# mem_arbiter

Fig. 1: mem_arbiter, register map, names as in the netlist
Other sequential cells in the stronger grey, the rest of the logic in the fainter grey.
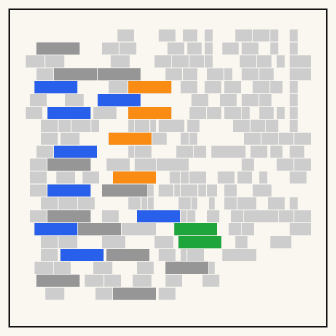

[src/rtl/mem_arbiter.sv]
// Two-port arbiter sharing one data memory: round-robin with a MAX_BURST cap on consecutive grants.
// Optional macro MEM_ARB_FIXED_PRIO_EN: port A always wins and preempts B, no burst cap.
module mem_arbiter #(
  parameter int unsigned MAX_BURST = 4
) (
  input  logic        clk,
  input  logic        reset,
  input  logic        req_a,
  input  logic        req_b,
  input  logic        we_a,
  input  logic        we_b,
  input  logic [5:0]  addr_a,
  input  logic [5:0]  addr_b,
  input  logic [7:0]  wd_a,
  input  logic [7:0]  wd_b,
  output logic        gnt_a,
  output logic        gnt_b,
  output logic        rvalid_a,
  output logic        rvalid_b,
  output logic [7:0]  rd_a,
  output logic [7:0]  rd_b,
  output logic        mem_we,
  output logic [11:0] mem_ra,
  output logic [7:0]  mem_wd,
  input  logic [7:0]  mem_rd
);

  typedef enum logic [1:0] {
    IDLE  = 2'd0,
    OWN_A = 2'd1,
    OWN_B = 2'd2
  } state_t;

  localparam logic [3:0] BURST_LAST = 4'(MAX_BURST - 1);

  state_t     state_q, state_d;
  logic [3:0] burst_cnt_q, burst_cnt_d;
  logic       rr_b_q, rr_b_d;
  logic       rvalid_a_q, rvalid_a_d;
  logic       rvalid_b_q, rvalid_b_d;
  logic [7:0] rd_a_q, rd_a_d;
  logic [7:0] rd_b_q, rd_b_d;
  logic       burst_done;

  assign burst_done = (burst_cnt_q == BURST_LAST);
  assign rvalid_a   = rvalid_a_q;
  assign rvalid_b   = rvalid_b_q;
  assign rd_a       = rd_a_q;
  assign rd_b       = rd_b_q;

  always_comb begin
    gnt_a  = (state_q == OWN_A) & req_a;
    gnt_b  = (state_q == OWN_B) & req_b;
    mem_we = 1'b0;
    mem_ra = '0;
    mem_wd = '0;
    if (gnt_a) begin
      mem_we = we_a;
      mem_ra = {addr_a, addr_a};
      mem_wd = wd_a;
    end else if (gnt_b) begin
      mem_we = we_b;
      mem_ra = {addr_b, addr_b};
      mem_wd = wd_b;
    end
  end

  always_comb begin
    state_d = state_q;
    case (state_q)
      IDLE: begin
        if (req_a && req_b) begin
`ifdef MEM_ARB_FIXED_PRIO_EN
          state_d = OWN_A;
`else
          state_d = rr_b_q ? OWN_A : OWN_B;
`endif
        end else if (req_a) begin
          state_d = OWN_A;
        end else if (req_b) begin
          state_d = OWN_B;
        end
      end
      OWN_A: begin
        if (!req_a) begin
          state_d = req_b ? OWN_B : IDLE;
`ifndef MEM_ARB_FIXED_PRIO_EN
        end else if (req_b && burst_done) begin
          state_d = OWN_B;
`endif
        end
      end
      OWN_B: begin
        if (!req_b) begin
          state_d = req_a ? OWN_A : IDLE;
`ifdef MEM_ARB_FIXED_PRIO_EN
        end else if (req_a) begin
          state_d = OWN_A;
`else
        end else if (req_a && burst_done) begin
          state_d = OWN_A;
`endif
        end
      end
      default: state_d = IDLE;
    endcase
  end

  // Counter saturates at the last burst slot so an uncontested owner keeps it armed.
  always_comb begin
    burst_cnt_d = burst_cnt_q;
    if (state_d != state_q) begin
      burst_cnt_d = '0;
    end else if ((gnt_a || gnt_b) && !burst_done) begin
      burst_cnt_d = burst_cnt_q + 4'd1;
    end

    rr_b_d = rr_b_q;
    if (gnt_a) begin
      rr_b_d = 1'b0;
    end else if (gnt_b) begin
      rr_b_d = 1'b1;
    end

    rvalid_a_d = gnt_a & ~we_a;
    rvalid_b_d = gnt_b & ~we_b;
    rd_a_d     = rvalid_a_d ? mem_rd : rd_a_q;
    rd_b_d     = rvalid_b_d ? mem_rd : rd_b_q;
  end

  always_ff @(posedge clk or negedge reset) begin
    if (!reset) begin
      state_q     <= IDLE;
      burst_cnt_q <= '0;
      rr_b_q      <= 1'b1;
      rvalid_a_q  <= 1'b0;
      rvalid_b_q  <= 1'b0;
      rd_a_q      <= '0;
      rd_b_q      <= '0;
    end else begin
      state_q     <= state_d;
      burst_cnt_q <= burst_cnt_d;
      rr_b_q      <= rr_b_d;
      rvalid_a_q  <= rvalid_a_d;
      rvalid_b_q  <= rvalid_b_d;
      rd_a_q      <= rd_a_d;
      rd_b_q      <= rd_b_d;
    end
  end

endmodule

[config.mk]
export PLATFORM = sky130hd
export DESIGN_NAME = mem_arbiter
export DESIGN_NICKNAME = d
export VERILOG_FILES = /design/src/rtl/mem_arbiter.sv
export SDC_FILE = /design/constraint.sdc
export NUM_CORES = 1
export LEC_CHECK = 0
export CORE_MARGIN = 3
export CORE_UTILIZATION = 36
export CTS_CLUSTER_SIZE = 10
export DETAILED_ROUTE_END_ITERATION = 8
export GPL_ROUTABILITY_DRIVEN = 0
export PLACE_DENSITY_LB_ADDON = 0.3
export SKIP_CTS_REPAIR_TIMING = 1
export SLEW_MARGIN = 20
export SYNTH_ARGS = -nofsm -noshare
export SYNTH_HDL_FRONTEND = slang
export SYNTH_SLANG_ARGS = --single-unit
[constraint.sdc]
create_clock -name clk -period 1.9 [get_ports clk]
set_input_delay 0.475 -clock clk [delete_from_list [all_inputs] [get_ports clk]]
set_output_delay 0.475 -clock clk [all_outputs]
set_load 0.02 [all_outputs]
# icache_ctrl

**src/rtl/icache_ctrl.sv**
```systemverilog
// Direct-mapped instruction cache controller: combinational hit path, and a
// word-by-word refill FSM that fetches one line from external memory on a miss.
module icache_ctrl #(
    parameter int LINES = 16,
    parameter int WORDS = 4
) (
    input  logic        clk,
    input  logic        rst,
    input  logic        req,
    input  logic [31:0] pc_in,
    input  logic        invalidate,
    output logic [31:0] inst_out,
    output logic        IStall,
    output logic        mem_req,
    output logic [31:0] mem_addr,
    input  logic [31:0] mem_rdata,
    input  logic        mem_ack,
    output logic [31:0] hit_cnt,
    output logic [31:0] miss_cnt
);

    localparam int OFF_W = $clog2(WORDS);
    localparam int IDX_W = $clog2(LINES);
    localparam int TAG_W = 32 - IDX_W - OFF_W - 2;
    localparam logic [31:0] NOP = 32'h0000_0013;

    typedef enum logic {
        S_IDLE   = 1'b0,
        S_REFILL = 1'b1
    } state_t;

    state_t r_state;
    state_t w_next_state;

    logic [LINES-1:0]       r_valid;
    logic [TAG_W-1:0]       r_tag  [0:LINES-1];
    logic [31:0]            r_data [0:LINES*WORDS-1];
    logic [TAG_W-1:0]       r_base_tag;
    logic [IDX_W-1:0]       r_base_idx;
    logic [OFF_W-1:0]       r_cnt;
    logic [31:0]            r_hit_cnt;
    logic [31:0]            r_miss_cnt;

    logic [OFF_W-1:0]       w_off;
    logic [IDX_W-1:0]       w_idx;
    logic [TAG_W-1:0]       w_tag;
    logic                   w_hit;
    logic                   w_last;
    logic                   w_count_hit;
    logic                   w_start_refill;
    logic                   w_fill;
    logic                   w_unused;

    assign w_off    = pc_in[OFF_W+1:2];
    assign w_idx    = pc_in[OFF_W+2 +: IDX_W];
    assign w_tag    = pc_in[31 -: TAG_W];
    assign w_unused = ^pc_in[1:0];
    // A pending fence.i forces a miss even when the line looks valid.
    assign w_hit    = req && !invalidate && r_valid[w_idx] && (r_tag[w_idx] == w_tag);
    assign w_last   = (r_cnt == OFF_W'(WORDS - 1));

    assign hit_cnt  = r_hit_cnt;
    assign miss_cnt = r_miss_cnt;

    // State register
    always_ff @(posedge clk) begin
        if (rst) begin
            r_state <= S_IDLE;
        end else begin
            r_state <= w_next_state;
        end
    end

    // Next-state, fetch outputs and refill handshake
    always_comb begin
        w_next_state   = r_state;
        inst_out       = NOP;
        IStall         = 1'b0;
        mem_req        = 1'b0;
        mem_addr       = 32'h0000_0000;
        w_count_hit    = 1'b0;
        w_start_refill = 1'b0;
        w_fill         = 1'b0;
        if (rst) begin
            w_next_state = S_IDLE;
        end else begin
            case (r_state)
                S_IDLE: begin
                    if (req && w_hit) begin
                        inst_out    = r_data[{w_idx, w_off}];
                        w_count_hit = 1'b1;
                    end else if (req) begin
                        IStall         = 1'b1;
                        w_start_refill = 1'b1;
                        w_next_state   = S_REFILL;
                    end else begin
                        w_next_state = S_IDLE;
                    end
                end
                S_REFILL: begin
                    IStall   = 1'b1;
                    mem_req  = 1'b1;
                    mem_addr = {r_base_tag, r_base_idx, r_cnt, 2'b00};
                    if (invalidate) begin
                        w_next_state = S_IDLE;
                    end else if (mem_ack) begin
                        w_fill       = 1'b1;
                        w_next_state = w_last ? S_IDLE : S_REFILL;
                    end else begin
                        w_next_state = S_REFILL;
                    end
                end
                default: begin
                    w_next_state = S_IDLE;
                end
            endcase
        end
    end

    // Valid bits, refill bookkeeping and performance counters
    always_ff @(posedge clk) begin
        if (rst) begin
            r_valid    <= {LINES{1'b0}};
            r_cnt      <= {OFF_W{1'b0}};
            r_base_tag <= {TAG_W{1'b0}};
            r_base_idx <= {IDX_W{1'b0}};
            r_hit_cnt  <= 32'd0;
            r_miss_cnt <= 32'd0;
        end else begin
            if (invalidate) begin
                r_valid <= {LINES{1'b0}};
            end else if (w_fill && w_last) begin
                r_valid[r_base_idx] <= 1'b1;
            end else begin
                r_valid <= r_valid;
            end
            if (w_count_hit) begin
                r_hit_cnt <= r_hit_cnt + 32'd1;
            end else begin
                r_hit_cnt <= r_hit_cnt;
            end
            if (w_start_refill) begin
                r_base_tag <= w_tag;
                r_base_idx <= w_idx;
                r_cnt      <= {OFF_W{1'b0}};
                r_miss_cnt <= r_miss_cnt + 32'd1;
            end else if (w_fill) begin
                r_cnt <= r_cnt + OFF_W'(1);
            end else begin
                r_cnt <= r_cnt;
            end
        end
    end

    // Tag and data arrays; contents are qualified by r_valid so they need no reset
    always_ff @(posedge clk) begin
        if (!rst && w_fill) begin
            r_data[{r_base_idx, r_cnt}] <= mem_rdata;
            if (w_last) begin
                r_tag[r_base_idx] <= r_base_tag;
            end
        end
    end

endmodule
```
**config.mk**
```make
export PLATFORM = sky130hd
export DESIGN_NAME = icache_ctrl
export DESIGN_NICKNAME = d
export VERILOG_FILES = /design/src/rtl/icache_ctrl.sv
export SDC_FILE = /design/constraint.sdc
export NUM_CORES = 2
export LEC_CHECK = 0
export CAP_MARGIN = 5
export CELL_PAD_IN_SITES_DETAIL_PLACEMENT = 1
export CELL_PAD_IN_SITES_GLOBAL_PLACEMENT = 2
export CORE_ASPECT_RATIO = 2
export CORE_MARGIN = 2
export CORE_UTILIZATION = 54
export CTS_CLUSTER_SIZE = 8
export DETAILED_ROUTE_END_ITERATION = 10
export PLACE_DENSITY = 0.83
export SYNTH_ARGS = -nofsm -noshare
export SYNTH_HDL_FRONTEND = slang
export SYNTH_SLANG_ARGS = --single-unit
```
**constraint.sdc**
```tcl
create_clock -name clk -period 10.2 [get_ports clk]
set_input_delay 1.02 -clock clk [delete_from_list [all_inputs] [get_ports clk]]
set_output_delay 1.02 -clock clk [all_outputs]
set_load 0.01 [all_outputs]
```
# ddr3_init_seq

--- src/rtl/ddr3_pkg.sv ---
// Shared definitions for the DDR3 power-up sequencer: DFI command encodings,
// sequencer states and small elaboration-time helpers.
package ddr3_pkg;

    // Commands as {cs_n, ras_n, cas_n, we_n}
    localparam logic [3:0] CMD_NOP   = 4'b0111;
    localparam logic [3:0] CMD_MRS   = 4'b0000;
    localparam logic [3:0] CMD_ZQCL  = 4'b0110;
    localparam logic [3:0] CMD_DESEL = 4'b1111;

    localparam int A10_BIT = 10;

    typedef enum logic [3:0] {
        ST_RST,
        ST_CKE,
        ST_XPR,
        ST_MR2,
        ST_MR3,
        ST_MR1,
        ST_MR0,
        ST_ZQ,
        ST_DONE
    } init_state_t;

    function automatic int max2(input int a, input int b);
        return (a > b) ? a : b;
    endfunction

endpackage

--- src/rtl/ddr3_init_seq.sv ---
// DDR3 bring-up sequencer in front of the DFI command port; after ZQCL it
// forwards controller commands through the same one-cycle output register.
module ddr3_init_seq
    import ddr3_pkg::*;
#(
    parameter int                   ADDR_BITS    = 14,
    parameter int                   CYCLES_200US = 20000,
    parameter int                   CYCLES_500US = 50000,
    parameter int                   TXPR         = 28,
    parameter int                   TMRD         = 4,
    parameter int                   TMOD         = 12,
    parameter int                   TZQINIT      = 512,
    parameter logic [ADDR_BITS-1:0] MR0_VAL      = ADDR_BITS'('h0120),
    parameter logic [ADDR_BITS-1:0] MR1_VAL      = ADDR_BITS'('h0044),
    parameter logic [ADDR_BITS-1:0] MR2_VAL      = ADDR_BITS'('h0008),
    parameter logic [ADDR_BITS-1:0] MR3_VAL      = ADDR_BITS'('h0000)
) (
    input  logic                 clock,
    input  logic                 reset,
    input  logic                 ctl_cs_ni,
    input  logic                 ctl_ras_ni,
    input  logic                 ctl_cas_ni,
    input  logic                 ctl_we_ni,
    input  logic                 ctl_odt_i,
    input  logic [2:0]           ctl_bank_i,
    input  logic [ADDR_BITS-1:0] ctl_addr_i,
    output logic                 dfi_cke_o,
    output logic                 dfi_rst_no,
    output logic                 dfi_cs_no,
    output logic                 dfi_ras_no,
    output logic                 dfi_cas_no,
    output logic                 dfi_we_no,
    output logic                 dfi_odt_o,
    output logic [2:0]           dfi_bank_o,
    output logic [ADDR_BITS-1:0] dfi_addr_o,
    output logic                 done_o
);

    localparam int MAX_P = max2(max2(max2(CYCLES_200US, CYCLES_500US), max2(TXPR, TMRD)),
                                max2(TMOD, TZQINIT));
    localparam int CW    = $clog2(MAX_P) + 1;

    // Counter is loaded with (delay - 1) so a state lasts exactly `delay` cycles.
    localparam logic [CW-1:0] LD_200US = CW'(CYCLES_200US - 1);
    localparam logic [CW-1:0] LD_500US = CW'(CYCLES_500US - 1);
    localparam logic [CW-1:0] LD_XPR   = CW'(TXPR - 1);
    localparam logic [CW-1:0] LD_MRD   = CW'(TMRD - 1);
    localparam logic [CW-1:0] LD_MOD   = CW'(TMOD - 1);
    localparam logic [CW-1:0] LD_ZQ    = CW'(TZQINIT - 1);

    localparam logic [ADDR_BITS-1:0] ZQ_ADDR = ADDR_BITS'(1) << A10_BIT;

    init_state_t   state;
    logic [CW-1:0] cnt;

    // NOTE: every register here is assigned with <= so all of them update from
    // the same pre-edge values; blocking '=' would create ordering-dependent logic.
    always_ff @(posedge clock) begin
        if (reset) begin
            state      <= ST_RST;
            cnt        <= LD_200US;
            dfi_rst_no <= 1'b0;
            dfi_cke_o  <= 1'b0;
            {dfi_cs_no, dfi_ras_no, dfi_cas_no, dfi_we_no} <= CMD_DESEL;
            dfi_odt_o  <= 1'b0;
            dfi_bank_o <= '0;
            dfi_addr_o <= '0;
            done_o     <= 1'b0;
        end else if (state == ST_DONE) begin
            {dfi_cs_no, dfi_ras_no, dfi_cas_no, dfi_we_no} <=
                {ctl_cs_ni, ctl_ras_ni, ctl_cas_ni, ctl_we_ni};
            dfi_odt_o  <= ctl_odt_i;
            dfi_bank_o <= ctl_bank_i;
            dfi_addr_o <= ctl_addr_i;
        end else if (cnt != '0) begin
            cnt <= cnt - 1'b1;
            // MRS/ZQCL last one cycle; the rest of a CKE-high state idles on NOP.
            if (state != ST_RST && state != ST_CKE) begin
                {dfi_cs_no, dfi_ras_no, dfi_cas_no, dfi_we_no} <= CMD_NOP;
                dfi_bank_o <= '0;
                dfi_addr_o <= '0;
            end
        end else begin
            case (state)
                ST_RST: begin
                    state      <= ST_CKE;
                    cnt        <= LD_500US;
                    dfi_rst_no <= 1'b1;
                end
                ST_CKE: begin
                    state     <= ST_XPR;
                    cnt       <= LD_XPR;
                    dfi_cke_o <= 1'b1;
                    {dfi_cs_no, dfi_ras_no, dfi_cas_no, dfi_we_no} <= CMD_NOP;
                end
                ST_XPR: begin
                    state      <= ST_MR2;
                    cnt        <= LD_MRD;
                    {dfi_cs_no, dfi_ras_no, dfi_cas_no, dfi_we_no} <= CMD_MRS;
                    dfi_bank_o <= 3'd2;
                    dfi_addr_o <= MR2_VAL;
                end
                ST_MR2: begin
                    state      <= ST_MR3;
                    cnt        <= LD_MRD;
                    {dfi_cs_no, dfi_ras_no, dfi_cas_no, dfi_we_no} <= CMD_MRS;
                    dfi_bank_o <= 3'd3;
                    dfi_addr_o <= MR3_VAL;
                end
                ST_MR3: begin
                    state      <= ST_MR1;
                    cnt        <= LD_MRD;
                    {dfi_cs_no, dfi_ras_no, dfi_cas_no, dfi_we_no} <= CMD_MRS;
                    dfi_bank_o <= 3'd1;
                    dfi_addr_o <= MR1_VAL;
                end
                ST_MR1: begin
                    state      <= ST_MR0;
                    cnt        <= LD_MOD;
                    {dfi_cs_no, dfi_ras_no, dfi_cas_no, dfi_we_no} <= CMD_MRS;
                    dfi_bank_o <= 3'd0;
                    dfi_addr_o <= MR0_VAL;
                end
                ST_MR0: begin
                    state      <= ST_ZQ;
                    cnt        <= LD_ZQ;
                    {dfi_cs_no, dfi_ras_no, dfi_cas_no, dfi_we_no} <= CMD_ZQCL;
                    dfi_bank_o <= 3'd0;
                    dfi_addr_o <= ZQ_ADDR;
                end
                ST_ZQ: begin
                    state      <= ST_DONE;
                    done_o     <= 1'b1;
                    {dfi_cs_no, dfi_ras_no, dfi_cas_no, dfi_we_no} <= CMD_NOP;
                    dfi_bank_o <= '0;
                    dfi_addr_o <= '0;
                end
                default: begin
                    state <= ST_RST;
                    cnt   <= LD_200US;
                end
            endcase
        end
    end

endmodule

--- config.mk ---
export PLATFORM = sky130hd
export DESIGN_NAME = ddr3_init_seq
export DESIGN_NICKNAME = d
export VERILOG_FILES = /design/src/rtl/ddr3_pkg.sv /design/src/rtl/ddr3_init_seq.sv
export SDC_FILE = /design/constraint.sdc
export NUM_CORES = 1
export LEC_CHECK = 0
export CORE_MARGIN = 2
export CORE_UTILIZATION = 50
export DETAILED_ROUTE_END_ITERATION = 6
export PLACE_DENSITY_LB_ADDON = 0.12
export SLEW_MARGIN = 0
export SYNTH_ARGS = -nofsm -noshare
export SYNTH_HDL_FRONTEND = slang
export SYNTH_SLANG_ARGS = --single-unit
--- constraint.sdc ---
create_clock -name clock -period 6.6 [get_ports clock]
set_clock_uncertainty 0.1 [all_clocks]
set_input_delay 1.32 -clock clock [delete_from_list [all_inputs] [get_ports clock]]
set_output_delay 1.32 -clock clock [all_outputs]
set_load 0.01 [all_outputs]
# atm_session_tx

### config.mk
export PLATFORM = sky130hd
export DESIGN_NAME = atm_session_tx
export DESIGN_NICKNAME = d
export VERILOG_FILES = /design/src/rtl/atm_pkg.sv /design/src/rtl/atm_verdict_enc.sv /design/src/rtl/atm_session_tx.sv
export SDC_FILE = /design/constraint.sdc
export NUM_CORES = 1
export LEC_CHECK = 0
export ABC_CLOCK_PERIOD_IN_PS = 2700
export CORE_ASPECT_RATIO = 2
export CORE_UTILIZATION = 48
export DETAILED_ROUTE_END_ITERATION = 8
export HOLD_SLACK_MARGIN = 0.06
export PLACE_DENSITY = 0.89
export SLEW_MARGIN = 10
export SYNTH_ARGS = -nofsm -noshare
export SYNTH_HDL_FRONTEND = slang
export SYNTH_SLANG_ARGS = --single-unit
### constraint.sdc
create_clock -name clk -period 2.7 [get_ports clk]
set_input_delay 0.54 -clock clk [delete_from_list [all_inputs] [get_ports clk]]
set_output_delay 0.54 -clock clk [all_outputs]
set_load 0.02 [all_outputs]
### src/rtl/atm_pkg.sv
// ---------------------------------------------------------------------------
// atm_pkg
// Shared definitions for the ATM host-side session sequencer:
//   - state_t      : session sequencer states
//   - RES_*        : 3-bit result codes returned to the host
//   - BCD_W        : width of one PIN digit
//   - PIN_DIGITS   : number of digits in a PIN
//   - pin_digit()  : selects digit[idx] of a packed PIN, digit 0 in the MSBs
// ---------------------------------------------------------------------------
package atm_pkg;

    typedef enum logic [2:0] {
        IDLE,
        CARD,
        DIGIT,
        GAP,
        AMOUNT,
        RESP_WAIT,
        RELEASE
    } state_t;

    localparam logic [2:0] RES_NONE        = 3'd0;
    localparam logic [2:0] RES_DEPOSIT_OK  = 3'd1;
    localparam logic [2:0] RES_WITHDRAW_OK = 3'd2;
    localparam logic [2:0] RES_NO_FUNDS    = 3'd3;
    localparam logic [2:0] RES_BAD_PIN     = 3'd4;
    localparam logic [2:0] RES_BLOCKED     = 3'd5;
    localparam logic [2:0] RES_TIMEOUT     = 3'd6;
    localparam logic [2:0] RES_ABORT       = 3'd7;

    localparam int BCD_W      = 4;
    localparam int PIN_DIGITS = 4;

    // Digit 0 is the first one keyed in and lives in the most significant nibble.
    function automatic logic [BCD_W-1:0] pin_digit(
        input logic [BCD_W*PIN_DIGITS-1:0] pin,
        input logic [1:0]                  idx
    );
        logic [BCD_W-1:0] d;
        case (idx)
            2'd0:    d = pin[15:12];
            2'd1:    d = pin[11:8];
            2'd2:    d = pin[7:4];
            default: d = pin[3:0];
        endcase
        return d;
    endfunction

endpackage

### src/rtl/atm_verdict_enc.sv
// ---------------------------------------------------------------------------
// atm_verdict_enc
// Combinational priority encoder for the ATM controller's verdict lines.
// Ports:
//   bloqueo, pin_incorrecto, fondos_insuficientes,
//   entregar_dinero, balance_actualizado : verdict inputs from the controller
//   tipo_trans : latched transaction type (1 = deposit, 0 = withdrawal)
//   valid      : at least one verdict applies to this transaction
//   code       : result code of the highest-priority applicable verdict
// ---------------------------------------------------------------------------
module atm_verdict_enc
    import atm_pkg::*;
(
    input  logic       bloqueo,
    input  logic       pin_incorrecto,
    input  logic       fondos_insuficientes,
    input  logic       entregar_dinero,
    input  logic       balance_actualizado,
    input  logic       tipo_trans,
    output logic       valid,
    output logic [2:0] code
);

    // Success verdicts only count when they match the transaction type;
    // a mismatched one falls through as if it were not asserted.
    always_comb begin
        valid = 1'b1;
        code  = RES_NONE;
        if (bloqueo) begin
            code = RES_BLOCKED;
        end else if (pin_incorrecto) begin
            code = RES_BAD_PIN;
        end else if (fondos_insuficientes) begin
            code = RES_NO_FUNDS;
        end else if (entregar_dinero && !tipo_trans) begin
            code = RES_WITHDRAW_OK;
        end else if (balance_actualizado && tipo_trans) begin
            code = RES_DEPOSIT_OK;
        end else begin
            valid = 1'b0;
        end
    end

endmodule

### src/rtl/atm_session_tx.sv
// ---------------------------------------------------------------------------
// atm_session_tx
// Host-side session sequencer driving the ATM controller's customer-input
// protocol: card presence, four PIN digits (one per strobe), transaction
// type and amount, then waits for a verdict and reports one result code.
// Parameters:
//   DIGIT_GAP    : idle cycles after each digit strobe (1..15)
//   RESP_TIMEOUT : response wait limit in cycles (1..1023)
// Ports:
//   clk, reset (async, active-low)
//   start, abort                 : host requests
//   card_type_in, pin_in, trans_type_in, amount_in : session data, latched on start
//   balance_actualizado, entregar_dinero, fondos_insuficientes,
//   pin_incorrecto, bloqueo      : verdicts from the controller
//   tarjeta_recibida, tipo_de_tarjeta, digito, digito_stb,
//   tipo_trans, monto, monto_stb : controller-side strobe interface
//   busy, done, result           : host status
// ---------------------------------------------------------------------------
module atm_session_tx
    import atm_pkg::*;
#(
    parameter int DIGIT_GAP    = 3,
    parameter int RESP_TIMEOUT = 1023
) (
    input  logic        clk,
    input  logic        reset,
    input  logic        start,
    input  logic        abort,
    input  logic        card_type_in,
    input  logic [15:0] pin_in,
    input  logic        trans_type_in,
    input  logic [31:0] amount_in,
    input  logic        balance_actualizado,
    input  logic        entregar_dinero,
    input  logic        fondos_insuficientes,
    input  logic        pin_incorrecto,
    input  logic        bloqueo,
    output logic        tarjeta_recibida,
    output logic        tipo_de_tarjeta,
    output logic [3:0]  digito,
    output logic        digito_stb,
    output logic        tipo_trans,
    output logic [31:0] monto,
    output logic        monto_stb,
    output logic        busy,
    output logic        done,
    output logic [2:0]  result
);

    localparam logic [3:0] GAP_LAST   = 4'(DIGIT_GAP - 1);
    localparam logic [9:0] WAIT_LIMIT = 10'(RESP_TIMEOUT);
    localparam logic [1:0] LAST_DIGIT = 2'(PIN_DIGITS - 1);

    state_t                        state_q, state_d;
    logic [1:0]                    idx_q, idx_d;
    logic [3:0]                    gap_cnt_q, gap_cnt_d;
    logic [9:0]                    wait_cnt_q, wait_cnt_d;
    logic [BCD_W*PIN_DIGITS-1:0]   pin_q, pin_d;

    logic        tarjeta_recibida_q, tarjeta_recibida_d;
    logic        tipo_de_tarjeta_q, tipo_de_tarjeta_d;
    logic [3:0]  digito_q, digito_d;
    logic        digito_stb_q, digito_stb_d;
    logic        tipo_trans_q, tipo_trans_d;
    logic [31:0] monto_q, monto_d;
    logic        monto_stb_q, monto_stb_d;
    logic        busy_q, busy_d;
    logic        done_q, done_d;
    logic [2:0]  result_q, result_d;

    logic        verdict_valid;
    logic [2:0]  verdict_code;
    logic        early_hit;
    logic        go_release;
    logic [2:0]  release_code;

    atm_verdict_enc u_verdict_enc (
        .bloqueo              (bloqueo),
        .pin_incorrecto       (pin_incorrecto),
        .fondos_insuficientes (fondos_insuficientes),
        .entregar_dinero      (entregar_dinero),
        .balance_actualizado  (balance_actualizado),
        .tipo_trans           (tipo_trans_q),
        .valid                (verdict_valid),
        .code                 (verdict_code)
    );

    // Before the response window only the PIN/lock verdicts can end a
    // session; the encoder already ranks them above everything else.
    assign early_hit = bloqueo | pin_incorrecto;

    // Outputs are registered and set on the edge that enters a state, so
    // each strobe lines up with the cycle its state is current.
    always_comb begin
        state_d            = state_q;
        idx_d              = idx_q;
        gap_cnt_d          = gap_cnt_q;
        wait_cnt_d         = wait_cnt_q;
        pin_d              = pin_q;
        tarjeta_recibida_d = tarjeta_recibida_q;
        tipo_de_tarjeta_d  = tipo_de_tarjeta_q;
        digito_d           = digito_q;
        digito_stb_d       = 1'b0;
        tipo_trans_d       = tipo_trans_q;
        monto_d            = monto_q;
        monto_stb_d        = 1'b0;
        busy_d             = busy_q;
        done_d             = 1'b0;
        result_d           = result_q;
        go_release         = 1'b0;
        release_code       = RES_NONE;

        case (state_q)
            IDLE: begin
                if (start) begin
                    pin_d              = pin_in;
                    tipo_de_tarjeta_d  = card_type_in;
                    tipo_trans_d       = trans_type_in;
                    monto_d            = amount_in;
                    busy_d             = 1'b1;
                    result_d           = RES_NONE;
                    tarjeta_recibida_d = 1'b1;
                    state_d            = CARD;
                end
            end

            CARD, DIGIT, GAP, AMOUNT: begin
                if (early_hit) begin
                    go_release   = 1'b1;
                    release_code = verdict_code;
                end else if (abort) begin
                    go_release   = 1'b1;
                    release_code = RES_ABORT;
                end else begin
                    case (state_q)
                        CARD: begin
                            idx_d        = 2'd0;
                            digito_d     = pin_digit(pin_q, 2'd0);
                            digito_stb_d = 1'b1;
                            state_d      = DIGIT;
                        end
                        DIGIT: begin
                            gap_cnt_d = 4'd0;
                            state_d   = GAP;
                        end
                        GAP: begin
                            if (gap_cnt_q == GAP_LAST) begin
                                if (idx_q == LAST_DIGIT) begin
                                    monto_stb_d = 1'b1;
                                    state_d     = AMOUNT;
                                end else begin
                                    idx_d        = idx_q + 2'd1;
                                    digito_d     = pin_digit(pin_q, idx_q + 2'd1);
                                    digito_stb_d = 1'b1;
                                    state_d      = DIGIT;
                                end
                            end else begin
                                gap_cnt_d = gap_cnt_q + 4'd1;
                            end
                        end
                        default: begin
                            wait_cnt_d = 10'd0;
                            state_d    = RESP_WAIT;
                        end
                    endcase
                end
            end

            RESP_WAIT: begin
                if (verdict_valid) begin
                    go_release   = 1'b1;
                    release_code = verdict_code;
                end else if (abort) begin
                    go_release   = 1'b1;
                    release_code = RES_ABORT;
                end else if (wait_cnt_q == WAIT_LIMIT) begin
                    go_release   = 1'b1;
                    release_code = RES_TIMEOUT;
                end else begin
                    wait_cnt_d = wait_cnt_q + 10'd1;
                end
            end

            RELEASE: begin
                busy_d  = 1'b0;
                state_d = IDLE;
            end

            default: begin
                state_d = IDLE;
            end
        endcase

        if (go_release) begin
            tarjeta_recibida_d = 1'b0;
            done_d             = 1'b1;
            result_d           = release_code;
            state_d            = RELEASE;
        end
    end

    always_ff @(posedge clk or negedge reset) begin
        if (!reset) begin
            state_q            <= IDLE;
            idx_q              <= 2'd0;
            gap_cnt_q          <= 4'd0;
            wait_cnt_q         <= 10'd0;
            pin_q              <= '0;
            tarjeta_recibida_q <= 1'b0;
            tipo_de_tarjeta_q  <= 1'b0;
            digito_q           <= 4'd0;
            digito_stb_q       <= 1'b0;
            tipo_trans_q       <= 1'b0;
            monto_q            <= 32'd0;
            monto_stb_q        <= 1'b0;
            busy_q             <= 1'b0;
            done_q             <= 1'b0;
            result_q           <= RES_NONE;
        end else begin
            state_q            <= state_d;
            idx_q              <= idx_d;
            gap_cnt_q          <= gap_cnt_d;
            wait_cnt_q         <= wait_cnt_d;
            pin_q              <= pin_d;
            tarjeta_recibida_q <= tarjeta_recibida_d;
            tipo_de_tarjeta_q  <= tipo_de_tarjeta_d;
            digito_q           <= digito_d;
            digito_stb_q       <= digito_stb_d;
            tipo_trans_q       <= tipo_trans_d;
            monto_q            <= monto_d;
            monto_stb_q        <= monto_stb_d;
            busy_q             <= busy_d;
            done_q             <= done_d;
            result_q           <= result_d;
        end
    end

    assign tarjeta_recibida = tarjeta_recibida_q;
    assign tipo_de_tarjeta  = tipo_de_tarjeta_q;
    assign digito           = digito_q;
    assign digito_stb       = digito_stb_q;
    assign tipo_trans       = tipo_trans_q;
    assign monto            = monto_q;
    assign monto_stb        = monto_stb_q;
    assign busy             = busy_q;
    assign done             = done_q;
    assign result           = result_q;

endmodule


==> screenshots <==
I/O nets highlighted.
Plate I
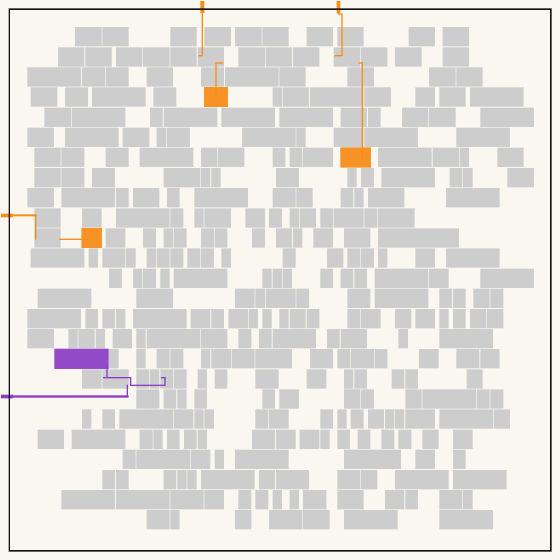
Plate II
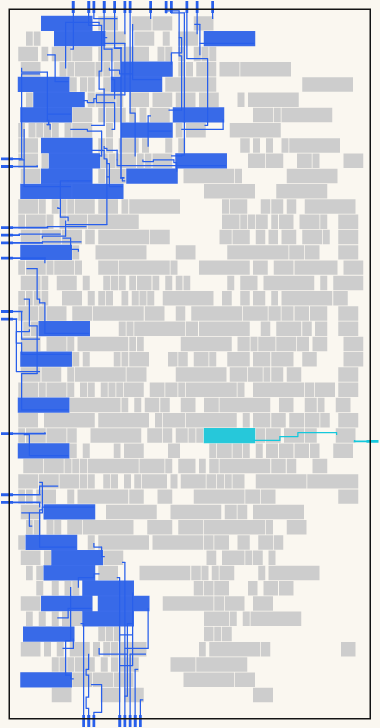
Plate III
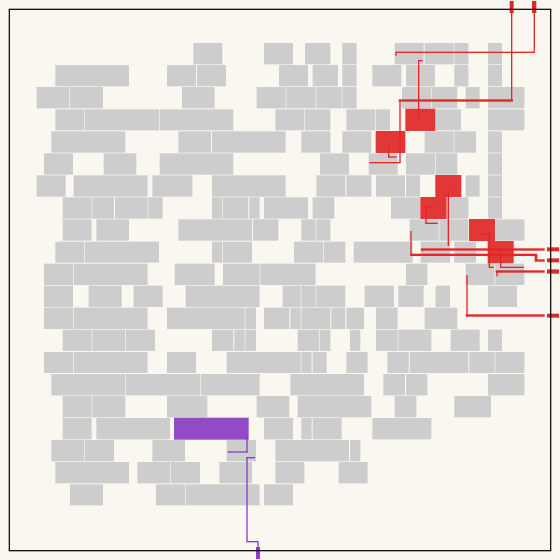
Plate IV
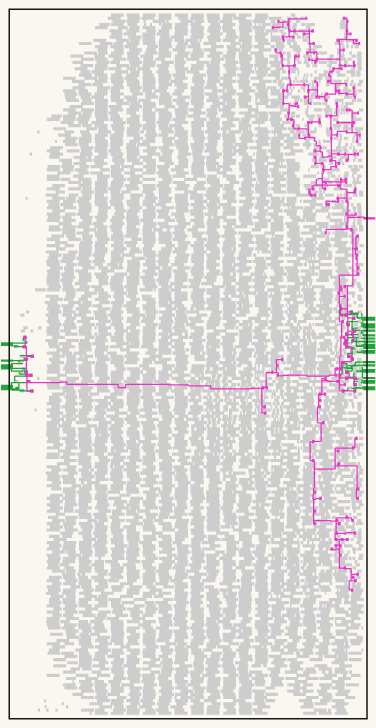
- icache_ctrl = Plate IV
- mem_arbiter = Plate III
- atm_session_tx = Plate II
- ddr3_init_seq = Plate I

Fig. 2: atm_session_tx, cell outlines without signal wires
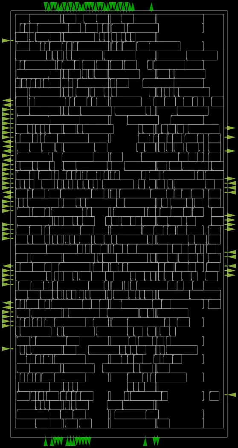
sequential cell count: 81
area of the placeable core: 0.007545 mm²

Fig. 3: atm_session_tx, signal metal coverage by tile
The die is cut into 13 by 25 equal tiles; black is low, pale yellow is high, scaled to the fullest tile. Values are wire area over tile area, all layers added.
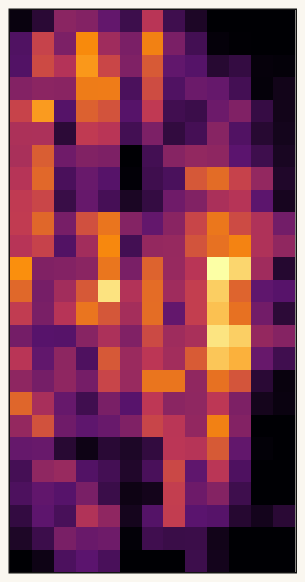
- nearly empty tiles: 9.8%
- mean over tiles: 0.19
- densest ninth of the die: middle right
- fullest tile: 0.56
- tiles over half the peak: 23%
WL final: 9.465 mm
GR Util All Layers: 0.2563
post-DR wirelength/cell: 15.32 µm
count of vias placed by the detailed router: 3293

==> results.toml, atm_session_tx <==
# implementation run metrics
[finish]
multi_input_comb_cells = 298
fraction_of_final_layout_cells_with_drive_strength_greater_than_1 = 0.08397
comb_area_frac = 0.3013
num-nonclk-buffers = 119
sh_seq_area = 0.3886
final.signal_inverter_count = 10
fin_nets = 586

[synthesis]
synth.most_common_cell = "sky130_fd_sc_hd__nand2_1"
synthMuxAreaShare = 0.01252
synthArstFlopShare = 1.000
xor_xnor_cells_area_fraction = 0.01658
edf_count = 0
top_cells_by_count = "163 x sky130_fd_sc_hd__nand2_1, 81 x sky130_fd_sc_hd__dfrtp_1, 18 x sky130_fd_sc_hd__nor2_1"

[floorplanning]
fp-utilization = 0.4902
fp.dieW_um = 64.07

[placement]
port_buffers = 104
detailed_place_hpwl_mm = 7.007

[grt]
global_route.peak_usage_layer = "met2"
wire_length_of_the_first_global_routing_pass_mm = 15.65
globalRouteOverflowTotal = 0

[timing]
worstMarginPinSlew_ns = 0.7459
final.setup.worst_slack_ns = 0.3948
period_minus_slack_ns = 2.305
final.setup.tns_ns = 0

[run]
number_of_warnings_in_the_stage_logs = 31

[routing]
met1_routed_wirelength_after_detailed_routing_mm = 3.427
initialDrtViolationCount = 151
dr.pass1.iters = 4
met3WireLength_um = 405
topRoutingLayerUsed = "met4"

[worst_setup_path]
critPathSlowestCell = "sky130_fd_sc_hd__clkdlybuf4s50_1"
worstReg2RegStart = "tipo_trans$_DFFE_PN0P_"
cpPeakStageDelay_ns = 0.42
cp.required_ns = 2.96
first_element_of_the_critical_path = "entregar_dinero"
worstSetupPathDepth = 6

[power_and_ir_drop]
p_seq_frac = 0.368
p_leak_uw = 0.002449

[clocking]
numClockSinks = 81
ctsLongestPathBuffers = 2
cts_hold_buffers = 0
root_buffer = "sky130_fd_sc_hd__clkbuf_16"

[outcome]
run_status = "finished, final reports clean"
Fig. 4: mem_arbiter, signal metal coverage by tile
The die is cut into 13 by 13 equal tiles; black is low, pale yellow is high, scaled to the fullest tile. Values are wire area over tile area, all layers added.
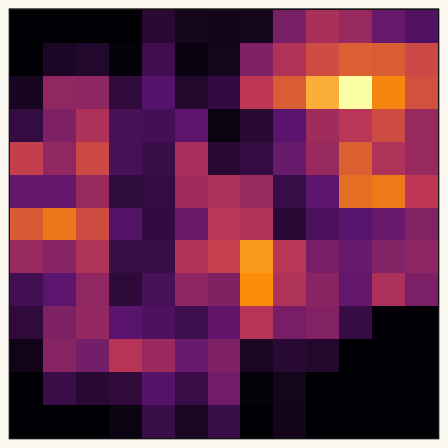
- tiles over half the peak: 12%
- densest ninth of the die: upper right
- nearly empty tiles: 15%
- mean over tiles: 0.13
- fullest tile: 0.49
- emptiest ninth of the die: lower right

Notes on Fig. 1 above:
- blue: rd_b (sequential cells 8; where middle left)
- orange: burst_cnt_q (sequential cells 4)
- green: state_q (sequential cells 2)
- not coloured: 11
register share of the cell area: 0.2868
share of the core filled with cells: 0.6350

==> results.toml, mem_arbiter <==
# implementation run metrics
[routing]
routedWlPerCell_um = 15.55
topRoutingLayerUsed = "met4"
initialDrtViolationCount = 28

[placement]
detailed_place_hpwl_mm = 2.998
preCtsSetupSlack_ns = -0.6559
port_buffers = 82
placed_area_mm2 = 0.002207

[finish]
synthToLayoutAreaGrowth_pct = 65.44
fin_cells = 237
final_layout_top_logic_cells = "57 x sky130_fd_sc_hd__clkdlybuf4s50_1, 24 x sky130_fd_sc_hd__dfrtp_1, 16 x sky130_fd_sc_hd__mux2_2"
final-clk-cell-share = 0.02118
fraction_of_final_layout_cells_with_drive_strength_greater_than_1 = 0.3455
layout.cell_area.non_filler_mm2 = 0.002186
sequential_cell_total = 25
num-nonclk-buffers = 94
multi_input_comb_cells = 66

[clocking]
cts_buffers = 3
numClockSinks = 25
htree_levels = 1
clk-insertion-delay-late_ns = 0.26
tritoncts_clock_tree = "done"

[floorplanning]
io-pin-count = 83
fp.dieW_um = 66.58
n_tap_cell = 46
area_of_the_placeable_core_mm2 = 0.003442
fp-row-count = 21

[min_path]
hold_depth = 2
hold_path_startpoint = "rr_b_q$_DFFE_PN1N_"
min_to = "rr_b_q$_DFFE_PN1N_"

[synthesis]
postSynthNetCount = 146
syn_inst = 103
top_cells_by_count = "24 x sky130_fd_sc_hd__dfrtp_1, 16 x sky130_fd_sc_hd__mux2_2, 15 x sky130_fd_sc_hd__a22o_1"
synthArstFlopShare = 1.000
synth.cellmix.adderShare = 0.009470
synth-area-yosys_mm2 = 0.001321
ys_seq_elements = 25

[worst_setup_path]
path_class = "reg -> out"
critical-path-top-delay-family = "flip-flops"

[power_and_ir_drop]
power.combinational.fraction = 0.472
p_clk_uw = 305
total_switching_power_uw = 700.1

[timing]
setup_viol_count_final = 0
final.setup_skew_ns = 0.007086
fin_crit_sh = 0.9679

[outcome]
run_status = "finished, final reports clean"

[run]
maxCapViolations = 0

[grt]
via_count_of_the_first_global_routing_pass = 1250
antenna_violations_before_repair = 0
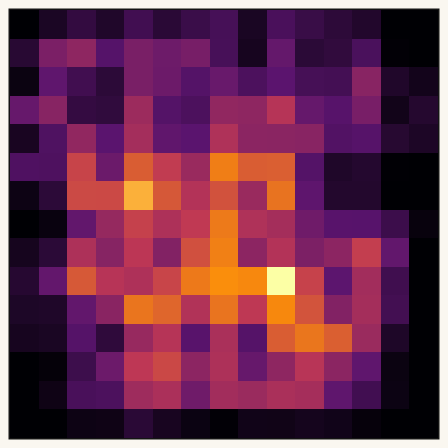
Fig. 5. Signal metal coverage by tile (ddr3_init_seq).
The die is cut into 15 by 15 equal tiles; black is low, pale yellow is high, scaled to the fullest tile. Values are wire area over tile area, all layers added.
- densest ninth of the die: centre
- emptiest ninth of the die: upper right
- nearly empty tiles: 11%
- fullest tile: 0.71

Fig. 6: ddr3_init_seq, register map, names as in the netlist
Other sequential cells in the stronger grey, the rest of the logic in the fainter grey.
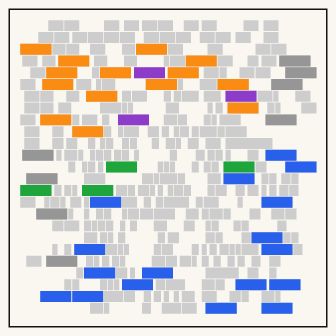
- purple: dfi_bank_o (sequential cells 3)
- orange: dfi_addr_o (sequential cells 14)
- green: state (sequential cells 4)
- blue: cnt (sequential cells 17)
- not coloured: 8

==> results.toml, ddr3_init_seq <==
# implementation run metrics
[outcome]
run_status = "finished, final reports clean"

[placement]
port_buffers = 48

[floorplanning]
io-pin-count = 49
n_tap_cell = 54
fp.dieW_um = 72.97
area_of_the_placeable_core_mm2 = 0.004661
fp-utilization = 0.5103

[routing]
ant_nets = 0
routedWlPerCell_um = 17.10
dr.pass1.iters = 5
remaining_drc_errors = 0
initialDrtViolationCount = 297

[finish]
n_antenna_cell = 0
fin_cells = 384
utilization = 0.6387
final.signal_inverter_count = 7
final_layout_top_logic_cells = "48 x sky130_fd_sc_hd__clkdlybuf4s50_1, 46 x sky130_fd_sc_hd__dfxtp_1, 30 x sky130_fd_sc_hd__a21oi_1"
final-seq-area_um2 = 920.9
sequential_cell_total = 46
layout.cell_area.non_filler_mm2 = 0.002977
num-fill-cells = 403
largest_registers = "cnt x17, dfi_addr_o x14, state x4"
leading_cell_type_in_the_layout_fill_and_taps_excluded = "sky130_fd_sc_hd__clkdlybuf4s50_1"
fraction_of_final_layout_cells_with_drive_strength_greater_than_1 = 0.06061

[synthesis]
postSynthNetCount = 318
yosys.area_share.simple = 0.2167
synth_area_leader_cell = "sky130_fd_sc_hd__dfxtp_1"
synth.most_common_cell = "sky130_fd_sc_hd__dfxtp_1"
netlist_logic_family_top = "AND-OR/OR-AND gates"
xor_xnor_cells_area_fraction = 0
synthMuxAreaShare = 0
synthArstFlopShare = 0
yosys-top-cells-area = "sky130_fd_sc_hd__dfxtp_1 39%, sky130_fd_sc_hd__a21oi_1 6.3%, sky130_fd_sc_hd__o21ai_0 4.6%"
synth.cellmix.adderShare = 0.01052

[power_and_ir_drop]
p_leak_uw = 0.0009754
largestPowerGroup = "sequential cells"
p_seq_frac = 0.547
p_clk_uw = 206
power.combinational.fraction = 0.051

[clocking]
cts_hold_buffers = 0
tritoncts_clock_tree = "done"
clkTransAtPathRegs_ns = 0.08
postCtsResizedCells = 0
root_buffer = "sky130_fd_sc_hd__clkbuf_8"
numClockSinks = 46

[timing]
report.final.hold_viol_count = 0
rsz0062_at_grt = "false"
final.setup.worst_slack_ns = 3.480
final.setup.tns_ns = 0
fin_crit_sh = 0.4728
worstMarginPinSlew_ns = 0.9274
period_minus_slack_ns = 3.120

[worst_setup_path]
rr_endpoint = "dfi_ras_no$_SDFFE_PP1P_"
worst-r2r-cell-count = 5
crit_chain = "nor4_2 -> nand4_1 -> o21ai_0 -> o21ai_1 -> a221o_1"
cpPeakStageDelay_ns = 0.91
cp.required_ns = 6.70
worst-path-max-fanout = 24
critPathSlowestCell = "sky130_fd_sc_hd__nand4_1"
critical-path-top-delay-family = "simple AND/OR/NAND/NOR gates"
critPathLaunchType = "register"
worstSetupPathDepth = 5

[grt]
gr-usage-met3 = 0.05110
antenna_violations_before_repair = 0
Fig. 7: icache_ctrl, register map, names as in the netlist
Other sequential cells in the stronger grey, the rest of the logic in the fainter grey.
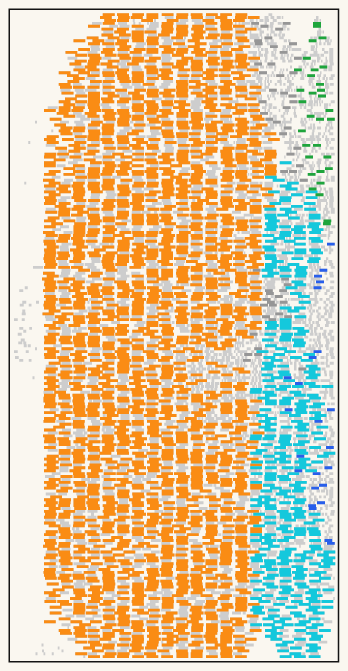
- cyan: r_tag (sequential cells 384)
- green: hit_cnt (sequential cells 32; where upper right)
- orange: r_data (sequential cells 2048)
- blue: r_base_tag (sequential cells 24)
- not coloured: 55
share of the core filled with cells: 0.6238
power drawn by the sequential cells: 11500 µW

==> results.toml, icache_ctrl <==
# implementation run metrics
[outcome]
run_status = "finished, final reports clean"

[synthesis]
xor_xnor_cells_area_fraction = 0.002919
post_synth_instance_area_mm2 = 0.09901
synthArstFlopShare = 0
synth.cellmix.adderShare = 0.0003791
netlist_logic_family_top = "multiplexers"
number_of_warnings_issued_by_yosys = 0

[floorplanning]
fp-row-count = 222
io-pin-count = 199

[routing]
met3WireLength_mm = 22.84
wl_met2_mm = 155.1
avgViaCountPerCell = 6.848
via_count = 49430
remaining_drc_errors = 0
met1_routed_wirelength_after_detailed_routing_mm = 94.33
ant_nets = 0

[grt]
maximum_number_of_pins_on_one_net_before_global_route_repair = 119
grtUsageMet1 = 0.3642
grtUsageMet2 = 0.5558
wire_length_of_the_first_global_routing_pass_mm = 413.1
globalRouteOverflowTotal = 0
antenna_violations_before_repair = 14

[timing]
max_slew_headroom_at_the_worst_pin = 0.1531
rsz0062_at_grt = "false"
final.setup.tns_ns = 0
finalHoldWorstSlack_ns = 0.4663
setup_viol_count_final = 0
final.setup_skew_ns = 0.04728
max_freq_ghz = 0.1329
worstMarginPinSlew_ns = 1.270

[min_path]
min_to = "r_valid[13]$_SDFFE_PP0P_"
hold_depth = 1
hold_path_startpoint = "r_valid[13]$_SDFFE_PP0P_"
hold_path_class = "reg -> reg"

[worst_setup_path]
cpPeakStageDelay_ns = 0.85
data_arrival_at_the_endpoint_of_the_critical_path_ns = 6.50
cp.required_ns = 9.18
path_class = "in -> out"
worstReg2RegStart = "r_tag[9][8]$_DFFE_PP_"
critical-path-top-delay-family = "simple AND/OR/NAND/NOR gates"
worstSetupEndpoint = "inst_out[4]"
critical_path_buf_inv_count = 3
setup.worst_path.end_class = "primary output"
critPathSlowestCell = "sky130_fd_sc_hd__buf_4"
rr_endpoint = "hit_cnt[22]$_SDFFE_PP0P_"

[power_and_ir_drop]
internal_power_uw = 18240
power.combinational.fraction = 0.042
pg_comb_uw = 966
power.share.switching = 0.2119
largestPowerGroup = "sequential cells"
post-layout-total-power_uw = 23140

[finish]
leading_cell_type_in_the_layout_fill_and_taps_excluded = "sky130_fd_sc_hd__edfxtp_1"
sequential_cell_total = 2543
mi_logic_area_mm2 = 0.02321
largest_register_ff_count = 2048
comb_area_frac = 0.2039
final-seq-area_mm2 = 0.07525
non_clock_buffer_area_share = 0.02439
n_clock_buffer = 431

[placement]
preCtsSetupSlack_ns = 2.654
routabilityCongestion = 0.7824

[clocking]
ctsLongestPathBuffers = 4
post_cts.repair.setup_buffers = 0
clkTransAtPathRegs_ns = 0.05
tritoncts_clock_tree = "done"
cts_buffers = 359


==> notes/layouts.md <==
Pictures saved along the way, in no particular order.

Cell outlines without signal wires.
shot_01.png
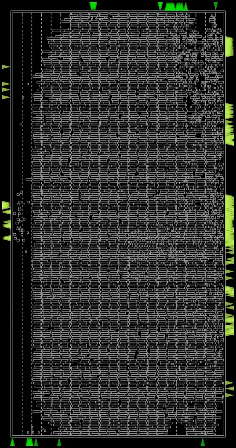
shot_02.png
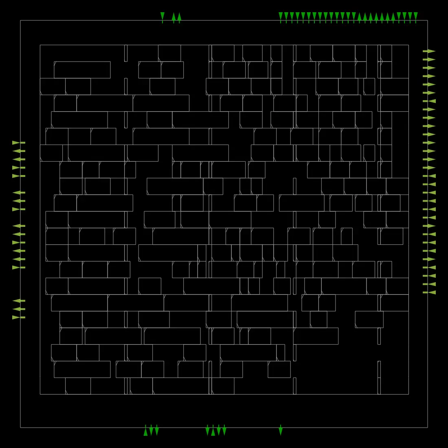
shot_03.png
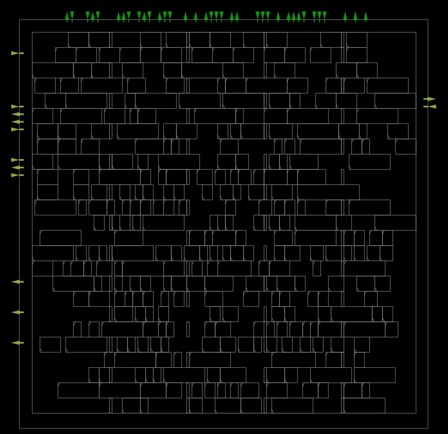
| from | picture |
|---|---|
| icache_ctrl | shot_01.png |
| mem_arbiter | shot_02.png |
| ddr3_init_seq | shot_03.png |


## Gallery

Signal wires on met3.
panel A
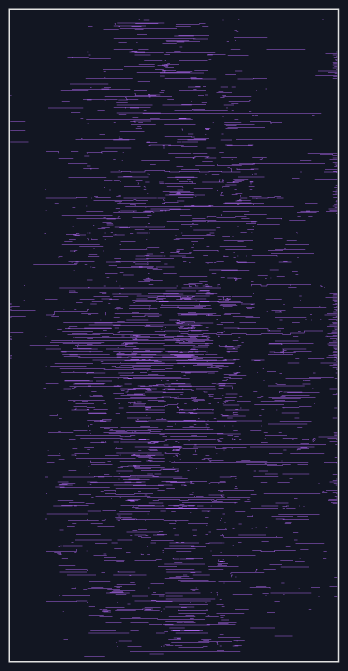
panel B
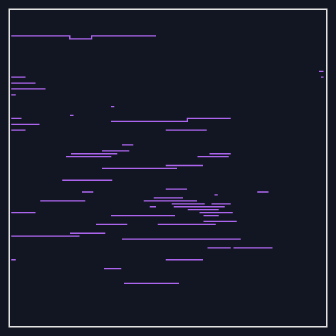
panel C
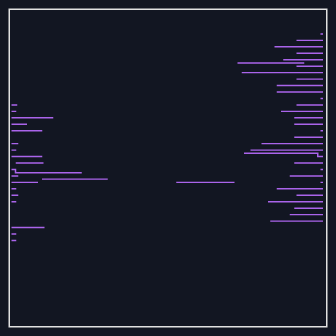
panel D
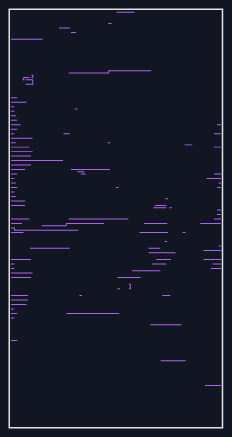
| picture | from |
|---|---|
| panel A | icache_ctrl |
| panel D | atm_session_tx |
| panel C | mem_arbiter |
| panel B | ddr3_init_seq |

Key to panel A:
- wire length on this layer: 22.8 mm
- longest straight run: 167 µm
- share of all routed wire: 7.8%
- nets with wire on the layer: 799

Power figures rest on the tool's default switching activity, not on a simulated workload.
